# design 1

design_1/congestion_map.png
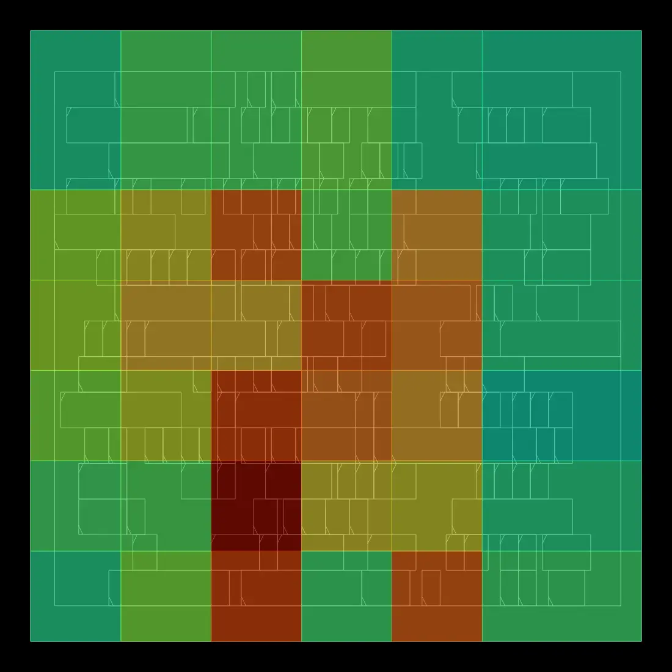

**config.mk**
```make
export PLATFORM = sky130hd
export DESIGN_NAME = uart_tx
export DESIGN_NICKNAME = d
export VERILOG_FILES = /design/src/rtl/uart_tx_pkg.sv /design/src/rtl/uart_tx_serializer.sv /design/src/rtl/uart_tx.sv
export SDC_FILE = /design/constraint.sdc
export NUM_CORES = 1
export LEC_CHECK = 0
export ABC_AREA = 1
export CORE_MARGIN = 1.5
export CORE_UTILIZATION = 51
export CTS_BUF_LIST = sky130_fd_sc_hd__clkbuf_8 sky130_fd_sc_hd__clkbuf_16
export CTS_CLUSTER_DIAMETER = 40
export DETAILED_ROUTE_END_ITERATION = 8
export GPL_TIMING_DRIVEN = 1
export MAX_ROUTING_LAYER = met4
export PLACE_DENSITY = 0.75
export SLEW_MARGIN = 0
export SYNTH_ARGS = -nofsm -noshare
export SYNTH_HDL_FRONTEND = slang
export SYNTH_SLANG_ARGS = --single-unit
```
**constraint.sdc**
```tcl
create_clock -name clk -period 2.12 [get_ports clk]
set_input_delay 0.318 -clock clk [delete_from_list [all_inputs] [get_ports clk]]
set_output_delay 0.318 -clock clk [all_outputs]
set_load 0.01 [all_outputs]
```
**src/rtl/uart_tx_pkg.sv**
```systemverilog
// uart_tx_pkg: FSM state encoding, parity type constants and the default payload width.
package uart_tx_pkg;
  localparam int DATA_WIDTH_DEF = 8;
  localparam logic PAR_EVEN = 1'b0;
  localparam logic PAR_ODD = 1'b1;
  typedef enum logic [2:0] {
    IDLE = 3'd0,
    START = 3'd1,
    DATA = 3'd2,
    PARITY = 3'd3,
    STOP = 3'd4
  } state_t;
  function automatic logic parity_bit(input logic ones_xor, input logic typ);
    return (typ == PAR_EVEN) ? ones_xor : ~ones_xor;
  endfunction
endpackage

```
**src/rtl/uart_tx_serializer.sv**
```systemverilog
// uart_tx_serializer: holds the latched payload and the bit index that walks it LSB first.
module uart_tx_serializer
  import uart_tx_pkg::*;
#(
  parameter int DATA_WIDTH = DATA_WIDTH_DEF,
  localparam int CW = (DATA_WIDTH > 1) ? $clog2(DATA_WIDTH) : 1
) (
  input  logic                  clk,
  input  logic                  rst_n,
  input  logic                  load_i,
  input  logic [DATA_WIDTH-1:0] data_i,
  input  logic                  shift_en_i,
  output logic [DATA_WIDTH-1:0] data_o,
  output logic                  next_bit_o,
  output logic                  done_o
);
  logic [DATA_WIDTH-1:0] data_q, data_d;
  logic [CW-1:0] cnt_q, cnt_d;
  assign done_o = cnt_q == CW'(DATA_WIDTH - 1);
  assign data_o = data_q;
  // bit that goes on the line at the next edge while still shifting
  assign next_bit_o = data_q[cnt_q + 1'b1];
  always_comb begin
    data_d = load_i ? data_i : data_q;
    cnt_d = load_i ? '0 : shift_en_i ? (done_o ? '0 : cnt_q + 1'b1) : cnt_q;
  end
  always_ff @(posedge clk or negedge rst_n)
    if (!rst_n) begin
      data_q <= '0;
      cnt_q <= '0;
    end else begin
      data_q <= data_d;
      cnt_q <= cnt_d;
    end
endmodule

```
**src/rtl/uart_tx.sv**
```systemverilog
// uart_tx: one-bit-per-clock UART transmitter with optional parity and back-to-back frames.
module uart_tx
  import uart_tx_pkg::*;
#(
  parameter int DATA_WIDTH = DATA_WIDTH_DEF
) (
  input  logic                  clk,
  input  logic                  rst_n,
  input  logic [DATA_WIDTH-1:0] p_data_i,
  input  logic                  data_valid_i,
  input  logic                  par_en_i,
  input  logic                  par_typ_i,
  output logic                  tx_o,
  output logic                  busy_o
);
  state_t state_q;
  logic tx_q, busy_q, par_en_q, par_typ_q;
  logic accept, next_bit, done;
  logic [DATA_WIDTH-1:0] data;
  assign accept = (state_q == IDLE || state_q == STOP) && data_valid_i;
  assign tx_o = tx_q;
  assign busy_o = busy_q;
  uart_tx_serializer #(.DATA_WIDTH(DATA_WIDTH)) u_ser (
    .clk       (clk),
    .rst_n     (rst_n),
    .load_i    (accept),
    .data_i    (p_data_i),
    .shift_en_i(state_q == DATA),
    .data_o    (data),
    .next_bit_o(next_bit),
    .done_o    (done)
  );
  // outputs are loaded from the next state so the line changes on the accepting edge
  always_ff @(posedge clk or negedge rst_n)
    if (!rst_n) begin
      state_q <= IDLE;
      tx_q <= 1'b1;
      busy_q <= 1'b0;
      par_en_q <= 1'b0;
      par_typ_q <= 1'b0;
    end else begin
      case (state_q)
        START: begin
          state_q <= DATA;
          tx_q <= data[0];
        end
        DATA: begin
          state_q <= done ? (par_en_q ? PARITY : STOP) : DATA;
          tx_q <= done ? (par_en_q ? parity_bit(^data, par_typ_q) : 1'b1) : next_bit;
        end
        PARITY: begin
          state_q <= STOP;
          tx_q <= 1'b1;
        end
        default: begin
          state_q <= accept ? START : IDLE;
          tx_q <= !accept;
          busy_q <= accept;
          if (accept) begin
            par_en_q <= par_en_i;
            par_typ_q <= par_typ_i;
          end
        end
      endcase
    end
endmodule

```
# design 2

--- config.mk ---
export PLATFORM = sky130hd
export DESIGN_NAME = unibus_arbiter_flat
export DESIGN_NICKNAME = d
export VERILOG_FILES = /design/src/rtl/unibus_pkg.sv /design/src/rtl/unibus_arbiter_if.sv /design/src/rtl/unibus_arbiter_grant_timer.sv /design/src/rtl/unibus_arbiter.sv /design/src/flat_wrapper.sv
export SDC_FILE = /design/constraint.sdc
export NUM_CORES = 1
export LEC_CHECK = 0
export CAP_MARGIN = 20
export CORE_MARGIN = 4
export CORE_UTILIZATION = 40
export CTS_BUF_LIST = sky130_fd_sc_hd__clkbuf_8 sky130_fd_sc_hd__clkbuf_16
export DETAILED_ROUTE_END_ITERATION = 10
export PLACE_DENSITY_LB_ADDON = 0.3
export SLEW_MARGIN = 20
export SYNTH_ARGS = -nofsm -noshare
export SYNTH_HDL_FRONTEND = slang
export SYNTH_SLANG_ARGS = --single-unit
export TNS_END_PERCENT = 20
--- constraint.sdc ---
create_clock -name CLOCK -period 2.2 [get_ports CLOCK]
set_clock_uncertainty 0.2 [all_clocks]
set_input_delay 0.44 -clock CLOCK [delete_from_list [all_inputs] [get_ports CLOCK]]
set_output_delay 0.44 -clock CLOCK [all_outputs]
set_load 0.01 [all_outputs]
--- src/rtl/unibus_pkg.sv ---
// Shared types and constants for the Unibus bus-grant arbiter.
// Grant vectors are one-hot, indexed by the GNT_* constants.
package unibus_pkg;

  typedef enum logic [1:0] {
    ARB_IDLE,
    ARB_GRANT,
    ARB_SACKED,
    ARB_MASTER
  } arb_state_t;

  localparam int GNT_HLT = 0;
  localparam int GNT_NPG = 1;
  localparam int GNT_BG7 = 2;
  localparam int GNT_BG6 = 3;
  localparam int GNT_BG5 = 4;
  localparam int GNT_BG4 = 5;
  localparam int NGNT    = 6;

  localparam int TIMEOUT_DFLT = 1000;

  typedef logic [NGNT-1:0] gnt_vec_t;

  typedef struct packed {
    logic [7:4] br;
    logic       npr;
    logic       hlt;
    logic       sack;
    logic       bbsy;
  } req_t;

  // Fixed-priority pick; BR levels only at an instruction boundary.
  function automatic gnt_vec_t pick(
    input req_t       r,
    input logic       cyc_idle,
    input logic       inst_end,
    input logic [2:0] pri
  );
    gnt_vec_t g;
    g = '0;
    priority case (1'b1)
      r.hlt && cyc_idle:
        g[GNT_HLT] = 1'b1;
      r.npr && cyc_idle:
        g[GNT_NPG] = 1'b1;
      r.br[7] && inst_end && (3'd7 > pri):
        g[GNT_BG7] = 1'b1;
      r.br[6] && inst_end && (3'd6 > pri):
        g[GNT_BG6] = 1'b1;
      r.br[5] && inst_end && (3'd5 > pri):
        g[GNT_BG5] = 1'b1;
      r.br[4] && inst_end && (3'd4 > pri):
        g[GNT_BG4] = 1'b1;
      default:
        g = '0;
    endcase
    return g;
  endfunction

endpackage

--- src/rtl/unibus_arbiter_if.sv ---
// Unibus arbitration signals between the backplane and the arbiter.
// master = arbiter side, slave = backplane/CPU side.
interface unibus_arbiter_if;

  logic [7:4] br_in_l;
  logic       npr_in_l;
  logic       hltrq_in_l;
  logic       sack_in_l;
  logic       bbsy_in_l;
  logic [2:0] cpu_pri;
  logic       cpu_cyc_idle;
  logic       cpu_inst_end;
  logic [7:4] bg_out_h;
  logic       npg_out_h;
  logic       hltgr_out_h;
  logic       cpu_hold;
  logic       grant_tmo;

  modport master (
    input  br_in_l,
    input  npr_in_l,
    input  hltrq_in_l,
    input  sack_in_l,
    input  bbsy_in_l,
    input  cpu_pri,
    input  cpu_cyc_idle,
    input  cpu_inst_end,
    output bg_out_h,
    output npg_out_h,
    output hltgr_out_h,
    output cpu_hold,
    output grant_tmo
  );

  modport slave (
    output br_in_l,
    output npr_in_l,
    output hltrq_in_l,
    output sack_in_l,
    output bbsy_in_l,
    output cpu_pri,
    output cpu_cyc_idle,
    output cpu_inst_end,
    input  bg_out_h,
    input  npg_out_h,
    input  hltgr_out_h,
    input  cpu_hold,
    input  grant_tmo
  );

endinterface

--- src/rtl/unibus_arbiter_grant_timer.sv ---
// Loadable down-counter that stops at zero; bounds unacknowledged grants.
module grant_timer #(
  parameter int W = 16
) (
  input  logic         clk,
  input  logic         rst,
  input  logic         load,
  input  logic [W-1:0] load_val,
  input  logic         dec,
  output logic         zero
);

  logic [W-1:0] cnt_q;

  always_ff @(posedge clk or posedge rst) begin
    if (rst) begin
      cnt_q <= '0;
    end else if (load) begin
      cnt_q <= load_val;
    end else if (dec && (cnt_q != '0)) begin
      cnt_q <= cnt_q - 1'b1;
    end
  end

  assign zero = (cnt_q == '0);

endmodule

--- src/rtl/unibus_arbiter.sv ---
// Unibus bus-grant arbiter: one grant at a time, SACK/BBSY handover,
// and a timeout that withdraws grants nobody acknowledges.
module unibus_arbiter
  import unibus_pkg::*;
#(
  parameter int TIMEOUT = TIMEOUT_DFLT
) (
  input logic              CLOCK,
  input logic              RESET,
  unibus_arbiter_if.master bus
);

  localparam logic [15:0] TMO_LOAD = 16'(TIMEOUT - 1);

  req_t       req_q;
  arb_state_t state_q;
  gnt_vec_t   gnt_q;
  gnt_vec_t   win;
  gnt_vec_t   req_v;
  logic       hold_q;
  logic       tmo_q;
  logic       held;
  logic       tmr_load;
  logic       tmr_dec;
  logic       tmr_zero;

  always_ff @(posedge CLOCK or posedge RESET) begin
    if (RESET) begin
      req_q <= '0;
    end else begin
      req_q.br   <= ~bus.br_in_l;
      req_q.npr  <= ~bus.npr_in_l;
      req_q.hlt  <= ~bus.hltrq_in_l;
      req_q.sack <= ~bus.sack_in_l;
      req_q.bbsy <= ~bus.bbsy_in_l;
    end
  end

  assign req_v = {
    req_q.br[4],
    req_q.br[5],
    req_q.br[6],
    req_q.br[7],
    req_q.npr,
    req_q.hlt
  };

  always_comb begin
    win = pick(
      req_q,
      bus.cpu_cyc_idle,
      bus.cpu_inst_end,
      bus.cpu_pri
    );
    held     = |(gnt_q & req_v);
    tmr_load = (state_q == ARB_IDLE) && (|win);
    tmr_dec  = (state_q == ARB_GRANT);
  end

  grant_timer #(
    .W(16)
  ) u_timer (
    .clk      (CLOCK),
    .rst      (RESET),
    .load     (tmr_load),
    .load_val (TMO_LOAD),
    .dec      (tmr_dec),
    .zero     (tmr_zero)
  );

  always_ff @(posedge CLOCK or posedge RESET) begin
    if (RESET) begin
      state_q <= ARB_IDLE;
      gnt_q   <= '0;
      hold_q  <= 1'b0;
      tmo_q   <= 1'b0;
    end else begin
      tmo_q <= 1'b0;
      unique case (state_q)
        ARB_IDLE: begin
          if (|win) begin
            gnt_q   <= win;
            hold_q  <= 1'b1;
            state_q <= ARB_GRANT;
          end else begin
            hold_q  <= 1'b0;
          end
        end
        ARB_GRANT: begin
          // SACK outranks a simultaneous expiry.
          if (req_q.sack) begin
            gnt_q   <= '0;
            state_q <= ARB_SACKED;
          end else if (!held || tmr_zero) begin
            gnt_q   <= '0;
            hold_q  <= 1'b0;
            tmo_q   <= tmr_zero;
            state_q <= ARB_IDLE;
          end
        end
        ARB_SACKED: begin
          if (!req_q.sack) begin
            if (req_q.bbsy) begin
              state_q <= ARB_MASTER;
            end else begin
              hold_q  <= 1'b0;
              state_q <= ARB_IDLE;
            end
          end
        end
        ARB_MASTER: begin
          if (!req_q.bbsy) begin
            hold_q  <= 1'b0;
            state_q <= ARB_IDLE;
          end
        end
      endcase
    end
  end

  assign bus.hltgr_out_h = gnt_q[GNT_HLT];
  assign bus.npg_out_h   = gnt_q[GNT_NPG];
  assign bus.bg_out_h    = {
    gnt_q[GNT_BG7],
    gnt_q[GNT_BG6],
    gnt_q[GNT_BG5],
    gnt_q[GNT_BG4]
  };
  assign bus.cpu_hold    = hold_q;
  assign bus.grant_tmo   = tmo_q;

endmodule

--- src/flat_wrapper.sv ---
// flat-port wrapper written by rule: the top's interface ports become plain ports
module unibus_arbiter_flat import unibus_pkg::*;
#(
  parameter int TIMEOUT = TIMEOUT_DFLT
)
  (CLOCK, RESET, bus_br_in_l, bus_npr_in_l, bus_hltrq_in_l, bus_sack_in_l, bus_bbsy_in_l, bus_cpu_pri, bus_cpu_cyc_idle, bus_cpu_inst_end, bus_bg_out_h, bus_npg_out_h, bus_hltgr_out_h, bus_cpu_hold, bus_grant_tmo);
  unibus_arbiter_if bus_i ();
  input logic CLOCK;
  input logic RESET;
  input wire logic [$bits(bus_i.br_in_l)-1:0] bus_br_in_l;
  input wire logic [$bits(bus_i.npr_in_l)-1:0] bus_npr_in_l;
  input wire logic [$bits(bus_i.hltrq_in_l)-1:0] bus_hltrq_in_l;
  input wire logic [$bits(bus_i.sack_in_l)-1:0] bus_sack_in_l;
  input wire logic [$bits(bus_i.bbsy_in_l)-1:0] bus_bbsy_in_l;
  input wire logic [$bits(bus_i.cpu_pri)-1:0] bus_cpu_pri;
  input wire logic [$bits(bus_i.cpu_cyc_idle)-1:0] bus_cpu_cyc_idle;
  input wire logic [$bits(bus_i.cpu_inst_end)-1:0] bus_cpu_inst_end;
  output wire logic [$bits(bus_i.bg_out_h)-1:0] bus_bg_out_h;
  output wire logic [$bits(bus_i.npg_out_h)-1:0] bus_npg_out_h;
  output wire logic [$bits(bus_i.hltgr_out_h)-1:0] bus_hltgr_out_h;
  output wire logic [$bits(bus_i.cpu_hold)-1:0] bus_cpu_hold;
  output wire logic [$bits(bus_i.grant_tmo)-1:0] bus_grant_tmo;
  assign bus_i.br_in_l = bus_br_in_l;
  assign bus_i.npr_in_l = bus_npr_in_l;
  assign bus_i.hltrq_in_l = bus_hltrq_in_l;
  assign bus_i.sack_in_l = bus_sack_in_l;
  assign bus_i.bbsy_in_l = bus_bbsy_in_l;
  assign bus_i.cpu_pri = bus_cpu_pri;
  assign bus_i.cpu_cyc_idle = bus_cpu_cyc_idle;
  assign bus_i.cpu_inst_end = bus_cpu_inst_end;
  assign bus_bg_out_h = bus_i.bg_out_h;
  assign bus_npg_out_h = bus_i.npg_out_h;
  assign bus_hltgr_out_h = bus_i.hltgr_out_h;
  assign bus_cpu_hold = bus_i.cpu_hold;
  assign bus_grant_tmo = bus_i.grant_tmo;
  unibus_arbiter #(.TIMEOUT(TIMEOUT)) u_core (.CLOCK(CLOCK), .RESET(RESET), .bus(bus_i));
endmodule
design_1/route_heat.png
9 x 9 tiles, from dark blue (low) to red (high), scaled to the fullest tile. Values are wire area over tile area, all layers added.
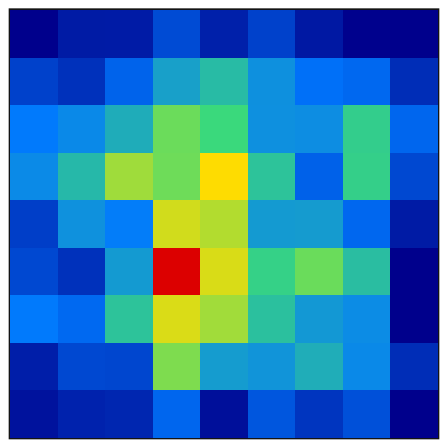
tiles over half the peak: 15%
fullest tile: 0.52
densest ninth of the die: middle
nearly empty tiles: 7.4%
mean over tiles: 0.15
drt wl/cell: 11.8 um
Total GRT Usage: 23.3%
vias: 875
total routed wirelength: 2060 um

## Picture notes: design_1/congestion_map.png
met2 Usage GRT: 38.9%
grt met3 use: 3.92%
GR Layer Usage met1: 26.7%

==> job_summary.md, design 1 <==
### Flow metrics

| Metric | Value |
|---|---|
| Outcome | `finished, final reports clean` |
| Logic pwr share | `49.2%` |
| Chip area line of the yosys report | `972 sq um` |
| Flop pwr share | `35.4%` |
| Final setup TNS | `0 ns` |
| Post-Syn Nets | `147` |
| Non-clk buf share | `around an eighth` |
| H-tree Lvls | `1` |
| Worst-Margin Slew | `~0.36 ns` |
| Late-Pin Clk Latency | `0.26 ns` |
| Largest class | `flip-flops and latches` |
| Top Layout Cells | `49 x nand2_1, 18 x inv_1, 17 x dfrtp_1` |
| Core area | `~1800 sq um` |
| Most frequent cell after synthesis | `nand2_1` |
| Worst r2r path cells | `11` |
| TritonCTS clock tree | `built` |
| Logic area | `approximately 440 sq um` |
| Peak supply drop | `0.811 mV` |
| Clock group power | `288 uW` |
| Switch share | `43.5%` |
| # resized after CTS | `0` |
| Main synth FF type | `dfrtp_1` |
[design 1: through the flow]
step	hold WS, ns	area [sq um]	worst slack [ns]
6_report	0.385	1200	0.288
5_1_grt	0.414	1200	0.142
4_1_cts	0.401	1200	0.295
3_5_place_dp	0.492	1140	0.326
3_3_place_gp	0.480	1140	0.493
2_1_floorplan	0.0224	972	0.551
[design 1: worst max-delay path: cells and delay by family, from the launching register on]
family / cells / cell delay (ns)
compound gates: 3 / 0.28
buf+inv: 2 / 0.11
fa+ha+maj: 2 / 0.60
simple gates: 4 / 0.30
flops: 1 / 0.46
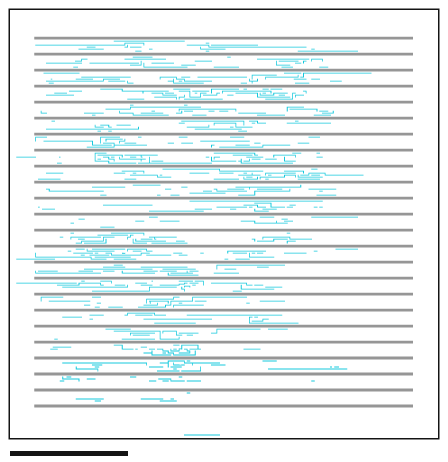
design_2/m1.png
Scale bar: 20 um. Supply wires on this layer in grey.
nets with wire on the layer: 204
share of all routed wire: 43%
longest straight run: 22.5 um
main direction: horizontal

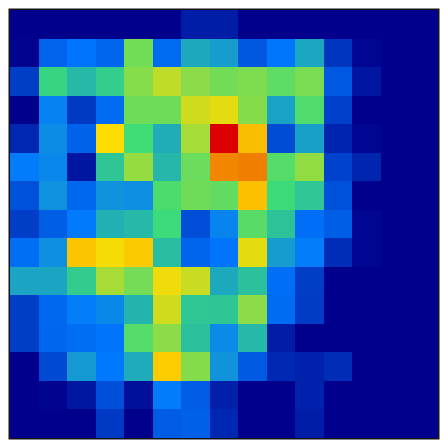
design_2/route_heat.png
15 x 15 tiles, from dark blue (low) to red (high), scaled to the fullest tile. Values are wire area over tile area, all layers added.
emptiest ninth of the die: bottom right
tiles over half the peak: 20%
densest ninth of the die: middle
fullest tile: 0.45
total routed wirelength: 3720 um
Total GRT Usage: 15.7%
vias: 1336
drt wl/cell: 14.4 um

==> job_summary.md, design 2 <==
### Flow metrics

| Metric | Value |
|---|---|
| CP Max Fanout | `5` |
| Total CTS buffers | `5` |
| # diodes | `0` |
| Ports | `23` |
| Peak supply drop | `0.603 mV` |
| DRC | `0` |
| H-tree Lvls | `2` |
| Setup Crit Path Kind | `reg -> reg` |
| CP bufs+invs | `0` |
| Crit path launch type | `flip-flop` |
| Final Util | `55.3%` |
| Late-Pin Clk Latency | `0.29 ns` |
| Clock share of power | `32.3%` |
| Register area share after synthesis | `50.7%` |
| Worst r2r path cells | `5` |
| Hold Startpoint | `u_core.req_q[1]` |
| Top cells by count, synth | `34 x dfrtp_1, 16 x nand2_1, 15 x nor2_1` |
| Final hold slack | `between 0.2 and 0.3 ns` |
| EDFF count, synth | `0` |
| Synth Area per Inst | `10.1 sq um` |
| Met2 WL post-DR | `around 1900 um` |
| Placer Congestion | `roughly 0.8` |
| Die H | `72.8 um` |
| Setup crit end | `u_core.gnt_q[3]` |
| Post-CTS Hold Buffers | `0` |
| Clock group power | `704 uW` |
| Core area | `4030 sq um` |
| Placed Instances | `247` |
| Pins Over Slew Limit | `0` |
| Most frequent cell after synthesis | `dfrtp_1` |
| Power Density | `978 nW/um^2` |
| Final std cells w/o fill | `approximately 260` |
| Outcome | `finished, final reports clean` |
| RR Startpoint | `u_core.u_timer.cnt_q[4]` |
| Log Warnings | `26` |
| Ys cells | `166` |
| R2R Path End | `u_core.gnt_q[3]` |
| Main synth FF type | `dfrtp_1` |
| Critical Path, Cell by Cell | `nor4_4 -> nand4_1 -> a41o_1 -> a41o_2 -> a22o_1` |
| Setup crit end kind | `flip-flop` |
| Biggest regs | `u_core.u_timer.cnt_q (16), u_core.req_q (8), u_core.gnt_q (6)` |
| Hold WC Path Type | `reg -> reg` |
-- design 2: final cells by class --
cell class	count	area share (%)
inverters	14	2.36
flip-flops and latches	34	38.2
well taps	50	2.81
clock buffers	5	3.09
multi-input cells	116	35.4
repair buffers	36	15.2
clock inverters	3	3.09
-- design 2: cell families (layout without fill, tap and decap cells) --
group                    after synthesis  in the layout  share of synthesized area [%]
AND/OR/NAND/NOR                       76             76                           26.3
flip-flops                            34             34                           50.7
buffers and inverters                 16             58                           3.65
XOR/XNOR                              14             14                           7.30
adder cells (fa/ha/maj)                1              1                          0.745
AND-OR/OR-AND                         25             25                           11.3

# design 3

design_3/m3.png
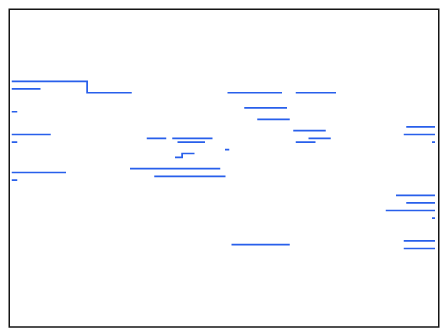

--- src/rtl/pipeline_stall_controller.sv ---
// Purpose: central stall/flush/halt controller driving PC and IF/ID/ID-EX enables.
// Latency: enables are combinational from state+inputs; state/counters update next edge.
// Backpressure: memBusy freezes the whole pipeline and holds all controller state.
module pipeline_stall_controller #(
    parameter int FLUSH_CYCLES = 2,
    parameter int MAX_STALL    = 4
) (
    input  logic        clk,
    input  logic        reset,
    input  logic        hazard,
    input  logic        memBusy,
    input  logic        branchTaken,
    input  logic        haltReq,
    input  logic        resume,
    output logic        pcWrite,
    output logic        ifIdWrite,
    output logic        ifIdFlush,
    output logic        idExBubble,
    output logic [1:0]  ctrlState,
    output logic [3:0]  stallCount,
    output logic        stallTimeout,
    output logic [15:0] stallTotal
);

    typedef enum logic [1:0] {
        ST_RUN   = 2'd0,
        ST_STALL = 2'd1,
        ST_FLUSH = 2'd2,
        ST_HALT  = 2'd3
    } state_t;

    // Remaining flush cycles after the branch cycle itself.
    localparam logic [2:0] FLUSH_LOAD  = 3'(FLUSH_CYCLES - 1);
    localparam logic [3:0] STALL_LIMIT = 4'(MAX_STALL);

    state_t      state_q, state_d;
    logic [2:0]  flush_cnt_q, flush_cnt_d;
    logic [3:0]  stall_cnt_q, stall_cnt_d;
    logic        timeout_q, timeout_d;
    logic [15:0] stall_total_q, stall_total_d;

    // Priority resolution: reset > halt > memBusy > branch/flush > hazard > none.
    always_comb begin
        state_d       = state_q;
        flush_cnt_d   = flush_cnt_q;
        stall_cnt_d   = stall_cnt_q;
        timeout_d     = timeout_q;
        stall_total_d = stall_total_q;
        pcWrite       = 1'b1;
        ifIdWrite     = 1'b1;
        ifIdFlush     = 1'b0;
        idExBubble    = 1'b0;

        if (reset) begin
            // Registered state is cleared by the sequential block; only outputs here.
            pcWrite    = 1'b0;
            ifIdWrite  = 1'b0;
            ifIdFlush  = 1'b1;
            idExBubble = 1'b1;
            state_d    = ST_RUN;
        end else if (state_q == ST_HALT || haltReq) begin
            pcWrite    = 1'b0;
            ifIdWrite  = 1'b0;
            ifIdFlush  = 1'b0;
            idExBubble = 1'b1;
            // Leaving HALT needs resume with no competing halt request.
            if (state_q == ST_HALT && resume && !haltReq) begin
                state_d = ST_RUN;
            end else begin
                state_d = ST_HALT;
            end
        end else if (memBusy) begin
            pcWrite    = 1'b0;
            ifIdWrite  = 1'b0;
            ifIdFlush  = 1'b0;
            idExBubble = 1'b0;
        end else if (branchTaken || state_q == ST_FLUSH) begin
            pcWrite     = 1'b1;
            ifIdWrite   = 1'b1;
            ifIdFlush   = 1'b1;
            idExBubble  = 1'b1;
            stall_cnt_d = 4'd0;
            if (branchTaken) begin
                // A new branch always restarts the flush window.
                flush_cnt_d = FLUSH_LOAD;
                state_d     = (FLUSH_LOAD != 3'd0) ? ST_FLUSH : ST_RUN;
            end else if (flush_cnt_q <= 3'd1) begin
                flush_cnt_d = 3'd0;
                state_d     = ST_RUN;
            end else begin
                flush_cnt_d = flush_cnt_q - 3'd1;
                state_d     = ST_FLUSH;
            end
        end else if (hazard) begin
            pcWrite    = 1'b0;
            ifIdWrite  = 1'b0;
            ifIdFlush  = 1'b0;
            idExBubble = 1'b1;
            state_d    = ST_STALL;
            if (stall_cnt_q != 4'hF) begin
                stall_cnt_d = stall_cnt_q + 4'd1;
            end
            if (stall_total_q != 16'hFFFF) begin
                stall_total_d = stall_total_q + 16'd1;
            end
            if (stall_cnt_d == STALL_LIMIT) begin
                timeout_d = 1'b1;
            end
        end else begin
            state_d     = ST_RUN;
            stall_cnt_d = 4'd0;
        end
    end

    // State register.
    always_ff @(posedge clk) begin
        if (reset) begin
            state_q <= ST_RUN;
        end else begin
            state_q <= state_d;
        end
    end

    // Flush counter, stall counters and sticky timeout flag.
    always_ff @(posedge clk) begin
        if (reset) begin
            flush_cnt_q   <= 3'd0;
            stall_cnt_q   <= 4'd0;
            timeout_q     <= 1'b0;
            stall_total_q <= 16'd0;
        end else begin
            flush_cnt_q   <= flush_cnt_d;
            stall_cnt_q   <= stall_cnt_d;
            timeout_q     <= timeout_d;
            stall_total_q <= stall_total_d;
        end
    end

    assign ctrlState    = state_q;
    assign stallCount   = stall_cnt_q;
    assign stallTimeout = timeout_q;
    assign stallTotal   = stall_total_q;

endmodule
--- config.mk ---
export PLATFORM = sky130hd
export DESIGN_NAME = pipeline_stall_controller
export DESIGN_NICKNAME = d
export VERILOG_FILES = /design/src/rtl/pipeline_stall_controller.sv
export SDC_FILE = /design/constraint.sdc
export NUM_CORES = 1
export LEC_CHECK = 0
export CAP_MARGIN = 20
export CORE_ASPECT_RATIO = 0.7
export CORE_MARGIN = 5
export CORE_UTILIZATION = 50
export CTS_BUF_LIST = sky130_fd_sc_hd__clkbuf_2
export CTS_CLUSTER_SIZE = 28
export DETAILED_ROUTE_END_ITERATION = 12
export HOLD_SLACK_MARGIN = 0.12
export PLACE_DENSITY = 0.79
export SYNTH_ARGS = -nofsm -noshare
export SYNTH_HDL_FRONTEND = slang
export SYNTH_SLANG_ARGS = --single-unit
--- constraint.sdc ---
create_clock -name clk -period 3.4 [get_ports clk]
set_input_delay 1.02 -clock clk [delete_from_list [all_inputs] [get_ports clk]]
set_output_delay 1.02 -clock clk [all_outputs]
set_load 0.005 [all_outputs]
# design 4

<file path="src/rtl/interrupt_controller.sv">
`default_nettype none
// ============================================================================
// Module   : interrupt_controller
// Brief    : Edge-detecting maskable/NMI interrupt front end for the control
//            unit, with fixed priority (index 0 highest) and service tracking.
// Revision : 1.0
// ============================================================================
module interrupt_controller #(
    parameter int N_IRQ = 4,
    parameter int ID_W  = 2
) (
    input  logic             clk,
    input  logic             rst_n,
    input  logic [N_IRQ-1:0] irq_i,
    input  logic             nmi_i,
    input  logic             mask_we_i,
    input  logic [N_IRQ-1:0] mask_wdata_i,
    input  logic             savePC_i,
    input  logic             INA_i,
    input  logic             eoi_i,
    output logic             interrupt_o,
    output logic             nmint_o,
    output logic             busy_o,
    output logic [ID_W-1:0]  irq_id_o,
    output logic             in_nmi_o,
    output logic             spurious_o
);

    typedef enum logic [1:0] {
        S_IDLE = 2'd0,
        S_MI   = 2'd1,
        S_NMI  = 2'd2
    } state_t;

    state_t           state_q, state_d;
    logic [N_IRQ-1:0] pending_q, pending_d;
    logic [N_IRQ-1:0] mask_q, mask_d;
    logic [N_IRQ-1:0] prev_irq_q;
    logic             prev_nmi_q;
    logic             nmi_pend_q, nmi_pend_d;
    logic [ID_W-1:0]  irq_id_q, irq_id_d;
    logic             spurious_q, spurious_d;

    logic [N_IRQ-1:0] w_enabled;
    logic [N_IRQ-1:0] w_rise;
    logic             w_nmi_rise;
    logic [N_IRQ-1:0] w_first_oh;
    logic [ID_W-1:0]  w_first_id;

    assign w_enabled  = pending_q & mask_q;
    assign w_rise     = irq_i & ~prev_irq_q;
    assign w_nmi_rise = nmi_i & ~prev_nmi_q;

    // Scan from the top so the lowest enabled index is the one left standing.
    always_comb begin : p_prio
        w_first_oh = '0;
        w_first_id = '0;
        for (int i = N_IRQ - 1; i >= 0; i--) begin
            if (w_enabled[i]) begin
                w_first_oh    = '0;
                w_first_oh[i] = 1'b1;
                w_first_id    = ID_W'(i);
            end
        end
    end

    always_comb begin : p_next
        state_d    = state_q;
        pending_d  = pending_q;
        nmi_pend_d = nmi_pend_q;
        irq_id_d   = irq_id_q;
        spurious_d = 1'b0;
        mask_d     = mask_we_i ? mask_wdata_i : mask_q;

        case (state_q)
            S_IDLE: begin
                if (savePC_i) begin
                    if (!INA_i) begin
                        nmi_pend_d = 1'b0;
                        state_d    = S_NMI;
                    end else if (|w_enabled) begin
                        pending_d = pending_q & ~w_first_oh;
                        irq_id_d  = w_first_id;
                        state_d   = S_MI;
                    end else begin
                        spurious_d = 1'b1;
                    end
                end
            end
            S_MI, S_NMI: begin
                if (eoi_i) begin
                    state_d = S_IDLE;
                end
            end
            default: state_d = S_IDLE;
        endcase

        // New edges are applied after the ack clear so a same-cycle set wins.
        pending_d  = pending_d | w_rise;
        nmi_pend_d = nmi_pend_d | w_nmi_rise;
    end

    always_ff @(posedge clk or negedge rst_n) begin
        if (!rst_n) begin
            state_q    <= S_IDLE;
            pending_q  <= '0;
            mask_q     <= '0;
            prev_irq_q <= '0;
            prev_nmi_q <= 1'b0;
            nmi_pend_q <= 1'b0;
            irq_id_q   <= '0;
            spurious_q <= 1'b0;
        end else begin
            state_q    <= state_d;
            pending_q  <= pending_d;
            mask_q     <= mask_d;
            prev_irq_q <= irq_i;
            prev_nmi_q <= nmi_i;
            nmi_pend_q <= nmi_pend_d;
            irq_id_q   <= irq_id_d;
            spurious_q <= spurious_d;
        end
    end

    assign interrupt_o = |w_enabled;
    assign nmint_o     = nmi_pend_q;
    assign busy_o      = (state_q != S_IDLE);
    assign in_nmi_o    = (state_q == S_NMI);
    assign irq_id_o    = irq_id_q;
    assign spurious_o  = spurious_q;

endmodule
`default_nettype wire

</file>
<file path="config.mk">
export PLATFORM = sky130hd
export DESIGN_NAME = interrupt_controller
export DESIGN_NICKNAME = d
export VERILOG_FILES = /design/src/rtl/interrupt_controller.sv
export SDC_FILE = /design/constraint.sdc
export NUM_CORES = 1
export LEC_CHECK = 0
export ABC_AREA = 0
export CAP_MARGIN = 20
export CORE_AREA = 10 10 52 64
export CTS_BUF_LIST = sky130_fd_sc_hd__clkbuf_8
export DETAILED_ROUTE_END_ITERATION = 10
export DIE_AREA = 0 0 62 74
export GPL_TIMING_DRIVEN = 0
export PLACE_DENSITY_LB_ADDON = 0.25
export SETUP_SLACK_MARGIN = 0.1
export SLEW_MARGIN = 20
export SYNTH_ARGS = -nofsm -noshare
export SYNTH_HDL_FRONTEND = slang
export SYNTH_SLANG_ARGS = --single-unit
</file>
<file path="constraint.sdc">
create_clock -name clk -period 5 [get_ports clk]
set_clock_uncertainty 0.2 [all_clocks]
set_input_delay 0.75 -clock clk [delete_from_list [all_inputs] [get_ports clk]]
set_output_delay 0.75 -clock clk [all_outputs]
set_load 0.05 [all_outputs]
</file>
# design 5

$ cat src/rtl/pc_control.sv
// rtl/pc_control.sv - program counter with conditional jump/call/ret and optional return stack
// Return stack, call/ret and the overflow/underflow flags exist only when PC_CALL_STACK_EN is defined.
module pc_control #(
  parameter int unsigned          ADDR_SIZE   = 16,
  parameter int unsigned          STACK_DEPTH = 8,
  parameter logic [ADDR_SIZE-1:0] RESET_ADDR  = '0
) (
  input  logic                 clock,
  input  logic                 reset_n,
  input  logic                 enable,
  input  logic                 if_ok,
  input  logic                 jump,
  input  logic                 call,
  input  logic                 ret,
  input  logic [ADDR_SIZE-1:0] target,
  output logic [ADDR_SIZE-1:0] pc,
  output logic                 taken,
  output logic                 stack_overflow,
  output logic                 stack_underflow
);

  logic [ADDR_SIZE-1:0] r_pc;
  logic                 r_taken;
  logic [ADDR_SIZE-1:0] w_pc_inc;
  logic [ADDR_SIZE-1:0] w_next_pc;
  logic                 w_taken;

  assign w_pc_inc = r_pc + ADDR_SIZE'(1);
  assign pc       = r_pc;
  assign taken    = r_taken;

`ifdef PC_CALL_STACK_EN
  localparam int unsigned     SP_W    = $clog2(STACK_DEPTH) + 1;
  localparam int unsigned     IX_W    = SP_W - 1;
  localparam logic [SP_W-1:0] SP_FULL = SP_W'(STACK_DEPTH);

  logic [ADDR_SIZE-1:0] r_stack [STACK_DEPTH];
  logic [SP_W-1:0]      r_sp;
  logic                 r_ovf;
  logic                 r_unf;
  logic                 w_full;
  logic                 w_empty;
  logic                 w_push;
  logic                 w_pop;
  logic                 w_ovf;
  logic                 w_unf;
  logic [IX_W-1:0]      w_wr_idx;
  logic [IX_W-1:0]      w_rd_idx;

  // r_sp counts entries; slot r_sp holds the next push, slot r_sp-1 is the top.
  assign w_full          = (r_sp == SP_FULL);
  assign w_empty         = (r_sp == '0);
  assign w_wr_idx        = r_sp[IX_W-1:0];
  assign w_rd_idx        = w_wr_idx - IX_W'(1);
  assign stack_overflow  = r_ovf;
  assign stack_underflow = r_unf;

  always_comb begin
    w_next_pc = w_pc_inc;
    w_taken   = 1'b0;
    w_push    = 1'b0;
    w_pop     = 1'b0;
    w_ovf     = 1'b0;
    w_unf     = 1'b0;
    if (ret) begin
      if (if_ok) begin
        if (w_empty) begin
          w_unf = 1'b1;
        end else begin
          w_pop     = 1'b1;
          w_next_pc = r_stack[w_rd_idx];
          w_taken   = 1'b1;
        end
      end
    end else if (call) begin
      if (if_ok) begin
        w_next_pc = target;
        w_taken   = 1'b1;
        if (w_full) w_ovf = 1'b1;
        else        w_push = 1'b1;
      end
    end else if (jump && if_ok) begin
      w_next_pc = target;
      w_taken   = 1'b1;
    end
  end

  always_ff @(posedge clock or negedge reset_n) begin
    if (!reset_n) begin
      r_sp  <= '0;
      r_ovf <= 1'b0;
      r_unf <= 1'b0;
    end else if (enable) begin
      if (w_push)     r_sp <= r_sp + SP_W'(1);
      else if (w_pop) r_sp <= r_sp - SP_W'(1);
      r_ovf <= r_ovf | w_ovf;
      r_unf <= r_unf | w_unf;
    end
  end

  // Entry storage is not reset; a write is suppressed while reset is held.
  always_ff @(posedge clock) begin
    if (reset_n && enable && w_push) r_stack[w_wr_idx] <= w_pc_inc;
  end
`else
  logic w_unused_depth;

  assign w_unused_depth  = (STACK_DEPTH > 1);
  assign stack_overflow  = 1'b0;
  assign stack_underflow = 1'b0;

  // Without a stack, call degenerates to jump and ret still wins priority but only advances.
  always_comb begin
    w_next_pc = w_pc_inc;
    w_taken   = 1'b0;
    if (!ret && (call || jump) && if_ok) begin
      w_next_pc = target;
      w_taken   = 1'b1;
    end
  end
`endif

  always_ff @(posedge clock or negedge reset_n) begin
    if (!reset_n) begin
      r_pc    <= RESET_ADDR;
      r_taken <= 1'b0;
    end else if (enable) begin
      r_pc    <= w_next_pc;
      r_taken <= w_taken;
    end else begin
      r_taken <= 1'b0;
    end
  end

endmodule

$ cat config.mk
export PLATFORM = sky130hd
export DESIGN_NAME = pc_control
export DESIGN_NICKNAME = d
export VERILOG_FILES = /design/src/rtl/pc_control.sv
export SDC_FILE = /design/constraint.sdc
export NUM_CORES = 1
export LEC_CHECK = 0
export ABC_AREA = 1
export CAP_MARGIN = 20
export CORE_MARGIN = 2
export CORE_UTILIZATION = 45
export DETAILED_ROUTE_END_ITERATION = 8
export PLACE_DENSITY = 0.79
export SETUP_SLACK_MARGIN = 0.15
export SLEW_MARGIN = 25
export SYNTH_ARGS = -nofsm -noshare
export SYNTH_HDL_FRONTEND = slang
export SYNTH_SLANG_ARGS = --single-unit
$ cat constraint.sdc
create_clock -name clock -period 1.89 [get_ports clock]
set_clock_uncertainty 0.1 [all_clocks]
set_input_delay 0.4725 -clock clock [delete_from_list [all_inputs] [get_ports clock]]
set_output_delay 0.4725 -clock clock [all_outputs]
set_load 0.05 [all_outputs]

==> gallery <==
Congestion heat map.
image #1
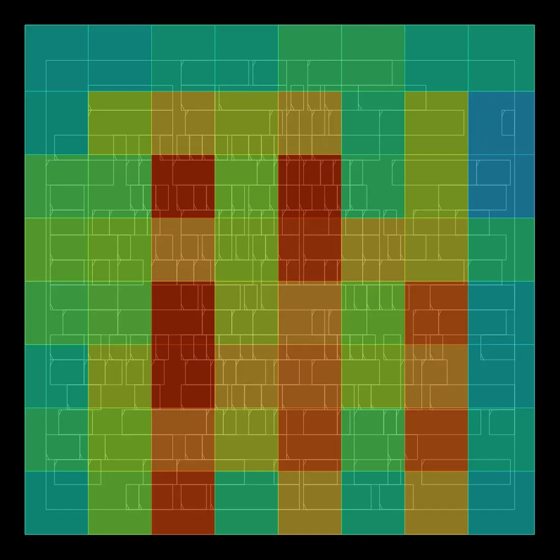
image #2
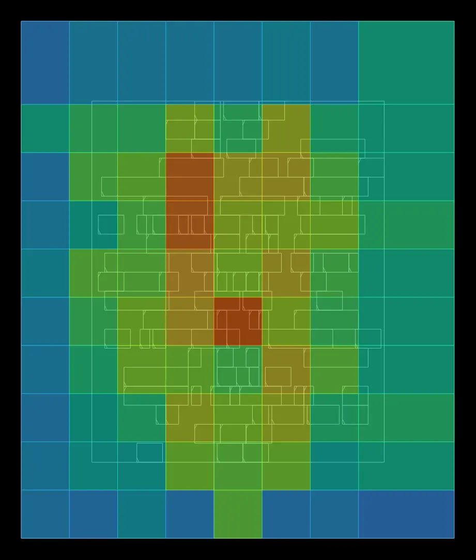
image #3
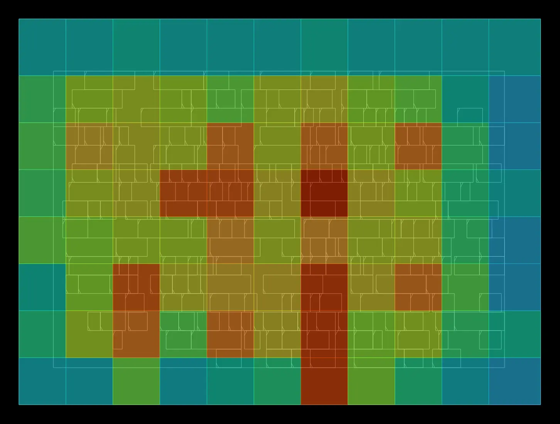
Of these, lowest track usage: image #2
Of these, lowest utilization: image #2
| picture | from |
|---|---|
| image #2 | design 4 |
| image #1 | design 5 |
| image #3 | design 3 |

design_4/route_heat.png
12 x 15 tiles, from dark blue (low) to red (high), scaled to the fullest tile. Values are wire area over tile area, all layers added.
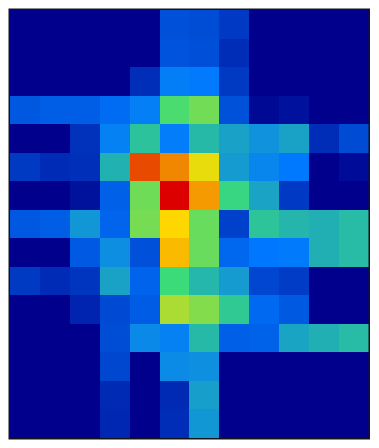
densest ninth of the die: middle
emptiest ninth of the die: bottom left
tiles over half the peak: 8.3%
mean over tiles: 0.056

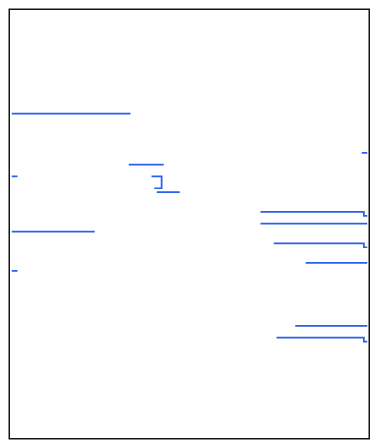
design_4/m3.png
wire length on this layer: 143 um
share of all routed wire: 9.1%
longest straight run: 20.2 um
main direction: horizontal
grt met3 use: 3.07%
total routed wirelength: 1560 um
vias: 577

==> job_summary.md, design 4 <==
### Flow metrics

| Metric | Value |
|---|---|
| Outcome | `finished, final reports clean` |
| H-tree Lvls | `1` |
| Main synth FF type | `dfrtp_1` |
| Top cells by count, synth | `19 x dfrtp_1, 9 x inv_1, 7 x nand2_1` |
| Initial antenna violation count | `0` |
| Well Taps | `31` |
| Total GRT Usage | `7.45%` |
| Hold Startpoint | `prev_irq_q[1]` |
| Mux area share | `5.61%` |
| Largest class | `flip-flops and latches` |
| Crit path launch type | `flip-flop` |
| Setup crit end kind | `primary output` |
| Registers | `19` |
| Dominant logic cell type in the layout | `clkdlybuf4s50_1` |
| Final std cells w/o fill | `124` |
| Power Density | `approximately 480 nW/um^2` |
| Placer Congestion | `0.784` |
| Gr ovfl total | `0` |
| Synth-to-layout area growth | `36.8%` |
| Total CTS buffers | `3` |
| Non-Clock Inverter Count | `9` |
| CTS Sinks | `19` |
| Post-synth area hogs | `dfrtp_1 59%, mux2_2 5.6%, inv_1 4.2%` |
| Log Warnings | `27` |
| Asr flop ratio synth | `100%` |
| Final worst-path cycle share | `56.3%` |
| Ys cells | `around 68` |
| R2R Path End | `state_q[0]` |
| Non-clk buf share | `between 10% and 20%` |
| Hold Fails Final Rpt | `0` |
| Crit path time final | `2.81 ns` |
| #MultiIn Comb | `39` |
| Ports | `22` |
| Worst r2r path cells | `6` |
| Drt wl/cell | `roughly 13 um` |
| Fmax | `356 MHz` |
| Bufs w/o clock | `22` |
| LEAKAGE | `0.000496 uW` |
| Critical Path AT | `1.86 ns` |
design 4: critical path: stages, from the launching register on:
cell and delay (ns):
dfrtp_1 0.42, a22o_4 0.28, nor2_4 0.11, inv_1 0.09, clkdlybuf4s50_1 0.71
design 4: power breakdown:
group / total (uW) / switching [uW] / internal, uW
clock network: 103 / 48.1 / 55.3
logic: 222 / 132 / 90.0
registers: 201 / 19.0 / 182
design 4: state kept, by name, indices dropped and copies added (netlist names):
signal / flops
mask_q: 4
spurious_o: 1
prev_irq_q: 4
irq_id_o: 2
state_q: 2
prev_nmi_q: 1
pending_q: 4
nmint_o: 1
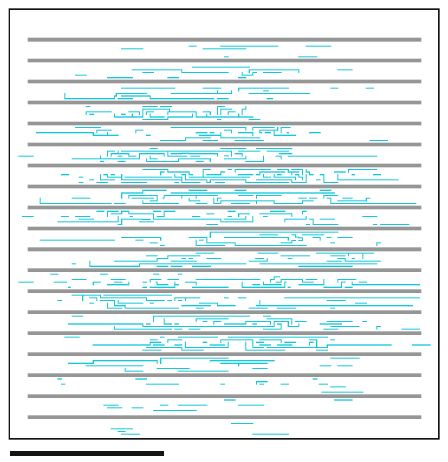
design_5/m1.png
Scale bar: 20 um. Supply wires on this layer in grey.
nets with wire on the layer: 203
share of all routed wire: 44%
longest straight run: 21.2 um
main direction: horizontal

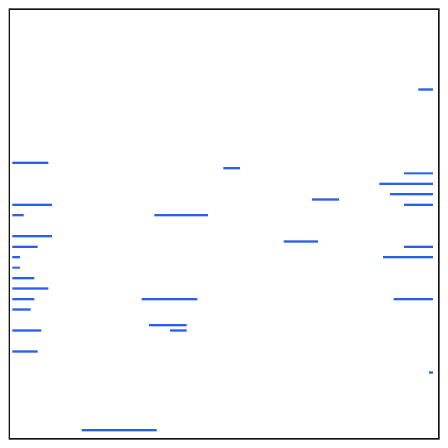
design_5/m3.png
longest straight run: 9.40 um
main direction: horizontal
wire length on this layer: 111 um
nets with wire on the layer: 29
grt met3 use: 2.58%
total routed wirelength: 3020 um
vias: 1238

==> job_summary.md, design 5 <==
### Flow metrics

| Metric | Value |
|---|---|
| Synth-to-layout area growth | `51.7%` |
| Pin count of the biggest net entering global routing | `18` |
| Critical Path, Cell by Cell | `ha_1 -> nand3_2 -> inv_1 -> nand3_1 -> nand2_1 -> nand2_1 -> o21bai_1 -> nand2_1` |
| Synth Area per Inst | `7.16 sq um` |
| #MultiIn Comb | `between 100 and 150` |
| ClkCell Share | `approximately 1.5%` |
| Final hold slack | `0.374 ns` |
| Total Power | `approximately 1900 uW` |
| Setup crit end | `pc[12]` |
| Clk_buf instances | `3` |
| CTS Sinks | `17` |
| Post-DP Area | `1780 sq um` |
| # nets final | `237` |
| Non-Clock Inverter Count | `16` |
| Pint | `999 uW` |
| GRT busiest layer | `met2` |
| Area leader share | `between 30% and 40%` |
| Placer Congestion | `0.864` |
| Worst-path clk slew | `0.13 ns` |
| Vias/cell | `5.12` |
| Highest Signal Layer | `met4` |
| Crit path from | `pc[0]` |
| Detail Placement HPWL | `approximately 2400 um` |
| CP Max Fanout | `6` |
| Core area | `2500 sq um` |
| Dominant logic cell type in the layout | `nand2_1` |
| Register area share after synthesis | `35.6%` |
| Log Warnings | `26` |
| CP Depth | `8` |
| Outcome | `finished, final reports clean` |
| Final worst-path cycle share | `85.5%` |
| # diodes | `0` |
| Hold Fails Final Rpt | `0` |
-- design 5: synthesized netlist by cell type --
library cell and instances:
nand2_1 45, nor2_1 23, dfrtp_1 17, inv_1 13, nand3_1 13, o21ai_0 8
o21ai_1 7, nor2_4 6, a22oi_1 4, nand2_2 4, o21bai_1 4, inv_2 3
xor2_1 3, a21oi_1 2, buf_2 2, buf_4 2, nand3_2 2, nand4_1 2
xnor2_1 2, buf_6 1, conb_1 1, ha_1 1, nor2_2 1, o21ai_4 1
-- design 5: registers in the layout, summed over array words and instances (netlist names) --
signal	flops
pc	16
taken	1
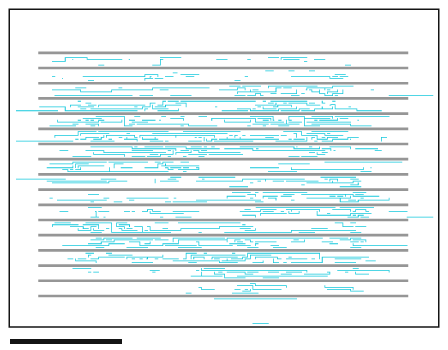
design_3/m1.png
Scale bar: 20 um. Supply wires on this layer in grey.
share of all routed wire: 47%
longest straight run: 18.9 um
wire length on this layer: 1870 um
nets with wire on the layer: 214

## Picture notes: design_3/m3.png
main direction: horizontal
wire length on this layer: 186 um
longest straight run: 15.9 um
share of all routed wire: 4.7%
nets with wire on the layer: 27
vias: 1574
total routed wirelength: 3950 um
grt met3 use: 4.95%

==> job_summary.md, design 3 <==
### Flow metrics

| Metric | Value |
|---|---|
| Final setup violation count | `0` |
| Flop share of the area | `25.8%` |
| Most frequent cell after synthesis | `dfxtp_1` |
| GR Layer Usage met1 | `25.5%` |
| Final Util | `70.1%` |
| Most frequent CP cell | `clkdlybuf4s50_1` |
| Delay-heaviest family, CP | `buffers and inverters` |
| Hold Startpoint | `stallTimeout` |
| Pin count of the biggest net entering global routing | `29` |
| Post-CTS Setup Bufs | `1` |
| Met2 WL post-DR | `1870 um` |
| Ao+oa area frac | `21.0%` |
| # nets final | `238` |
| Mapped Cells | `185` |
| CP max-delay cell | `clkdlybuf4s50_1` |
| XOR/XNOR Area Share | `0%` |
| Die Wd | `76.6 um` |
| Unrepaired setup endpoints after global routing | `false` |
| Register area share after synthesis | `33.5%` |
| Bufs w/o clock | `47` |
| Peak supply drop | `about 0.24 mV` |
| Combinational share of cell area | `46.7%` |
| H-tree Lvls | `1` |
| Relative slew slack | `51.3%` |
| Critical Path AT | `2.32 ns` |
| CTS Sinks | `26` |
| Floorplan Utilization | `53.9%` |
| Late-Pin Clk Latency | `between 0.3 and 0.4 ns` |
| Flip-flop and latch area | `520 sq um` |
| Placed Instances | `~260` |
| Std cell rows | `16` |
| Dominant comb cell | `simple AND/OR/NAND/NOR gates` |
| Synthesized registers | `26` |
| Worst-path clk slew | `0.25 ns` |
| Number of max-cap violations | `0` |
| Clk_buf instances | `3` |
| Outcome | `finished, final reports clean` |
| Setup Crit Path Kind | `in -> out` |
| Layout Skew | `0.00989 ns` |
| Clock Tree Root | `clkbuf_2` |
| Initial DRC count | `92` |
| Crit path from | `branchTaken` |
| Post-DP Area | `1970 sq um` |
| CP peak stage delay | `0.49 ns` |
| LEAKAGE | `0.000730 uW` |
-- design 3: placed cells by master (no fill, tap or decap), drive strengths merged, types with 4 or more instances in the layout --
cell type	Yosys	routed
dlygate4sd2	0	6
dfxtp	26	26
or4	6	6
clkdlybuf4s50	0	27
ha	4	4
nand3	8	8
mux2	5	5
a21oi	18	18
nand2	11	11
buf	6	14
nand4	4	4
nor2	18	18
nor2b	8	8
nor4	5	5
o31ai	6	6
o21ai	8	8
nand2b	5	5
inv	9	9
a211oi	5	5
-- design 3: where the power goes --
group	switching (uW)	internal (uW)
Combinational	36.2	36.7
Sequential	7.08	309
Clock	96.0	101
Total	139	447


==> screenshots <==
The metal 2 layer.
picture 1
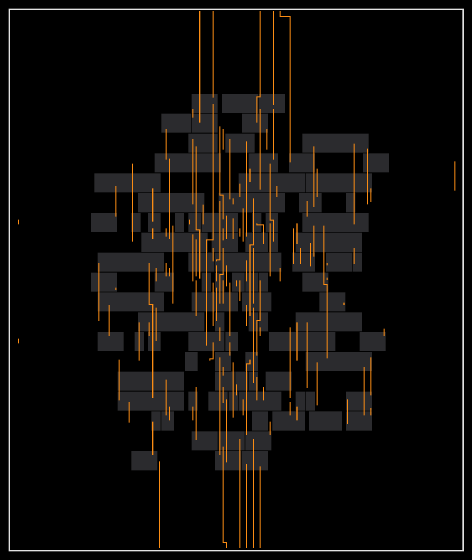
picture 2
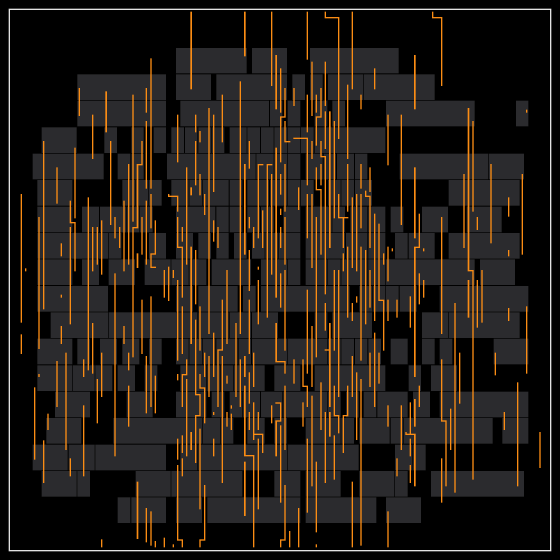
picture 3
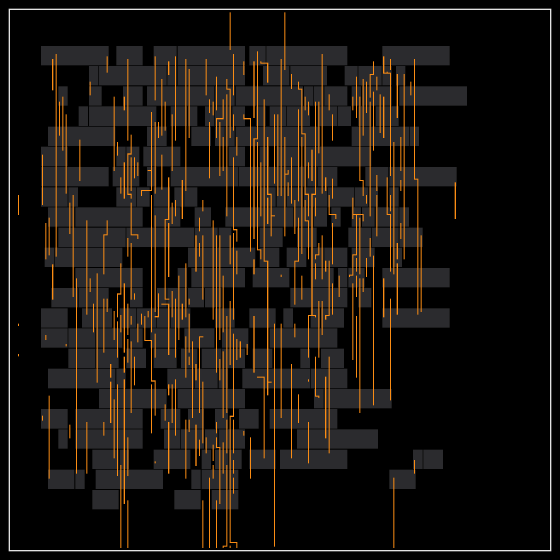
picture 4
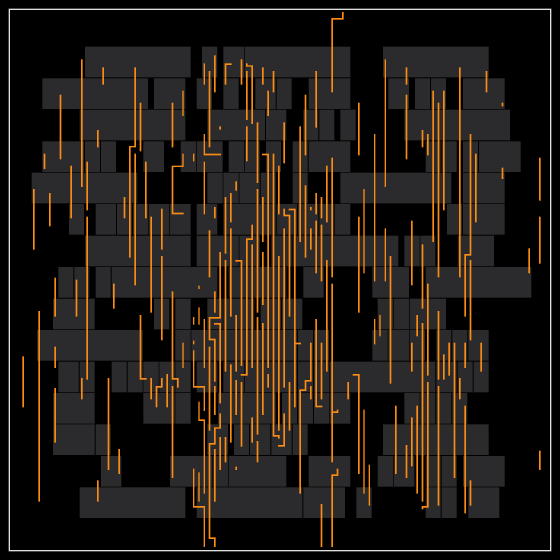
picture 5
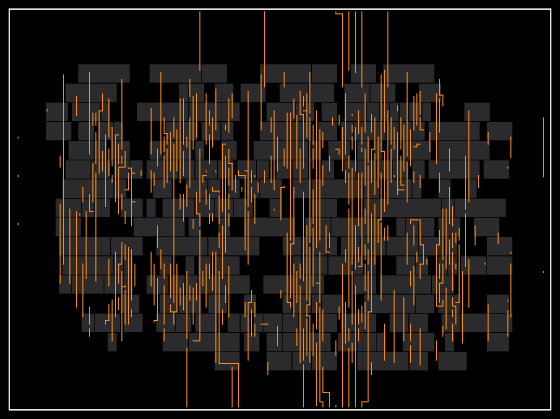
| picture | from |
|---|---|
| picture 2 | design 5 |
| picture 1 | design 4 |
| picture 4 | design 1 |
| picture 5 | design 3 |
| picture 3 | design 2 |

Key to picture 3:
wire length on this layer: 1900 um
longest straight run: 29.9 um

Power is estimated from default activity; no workload was simulated.
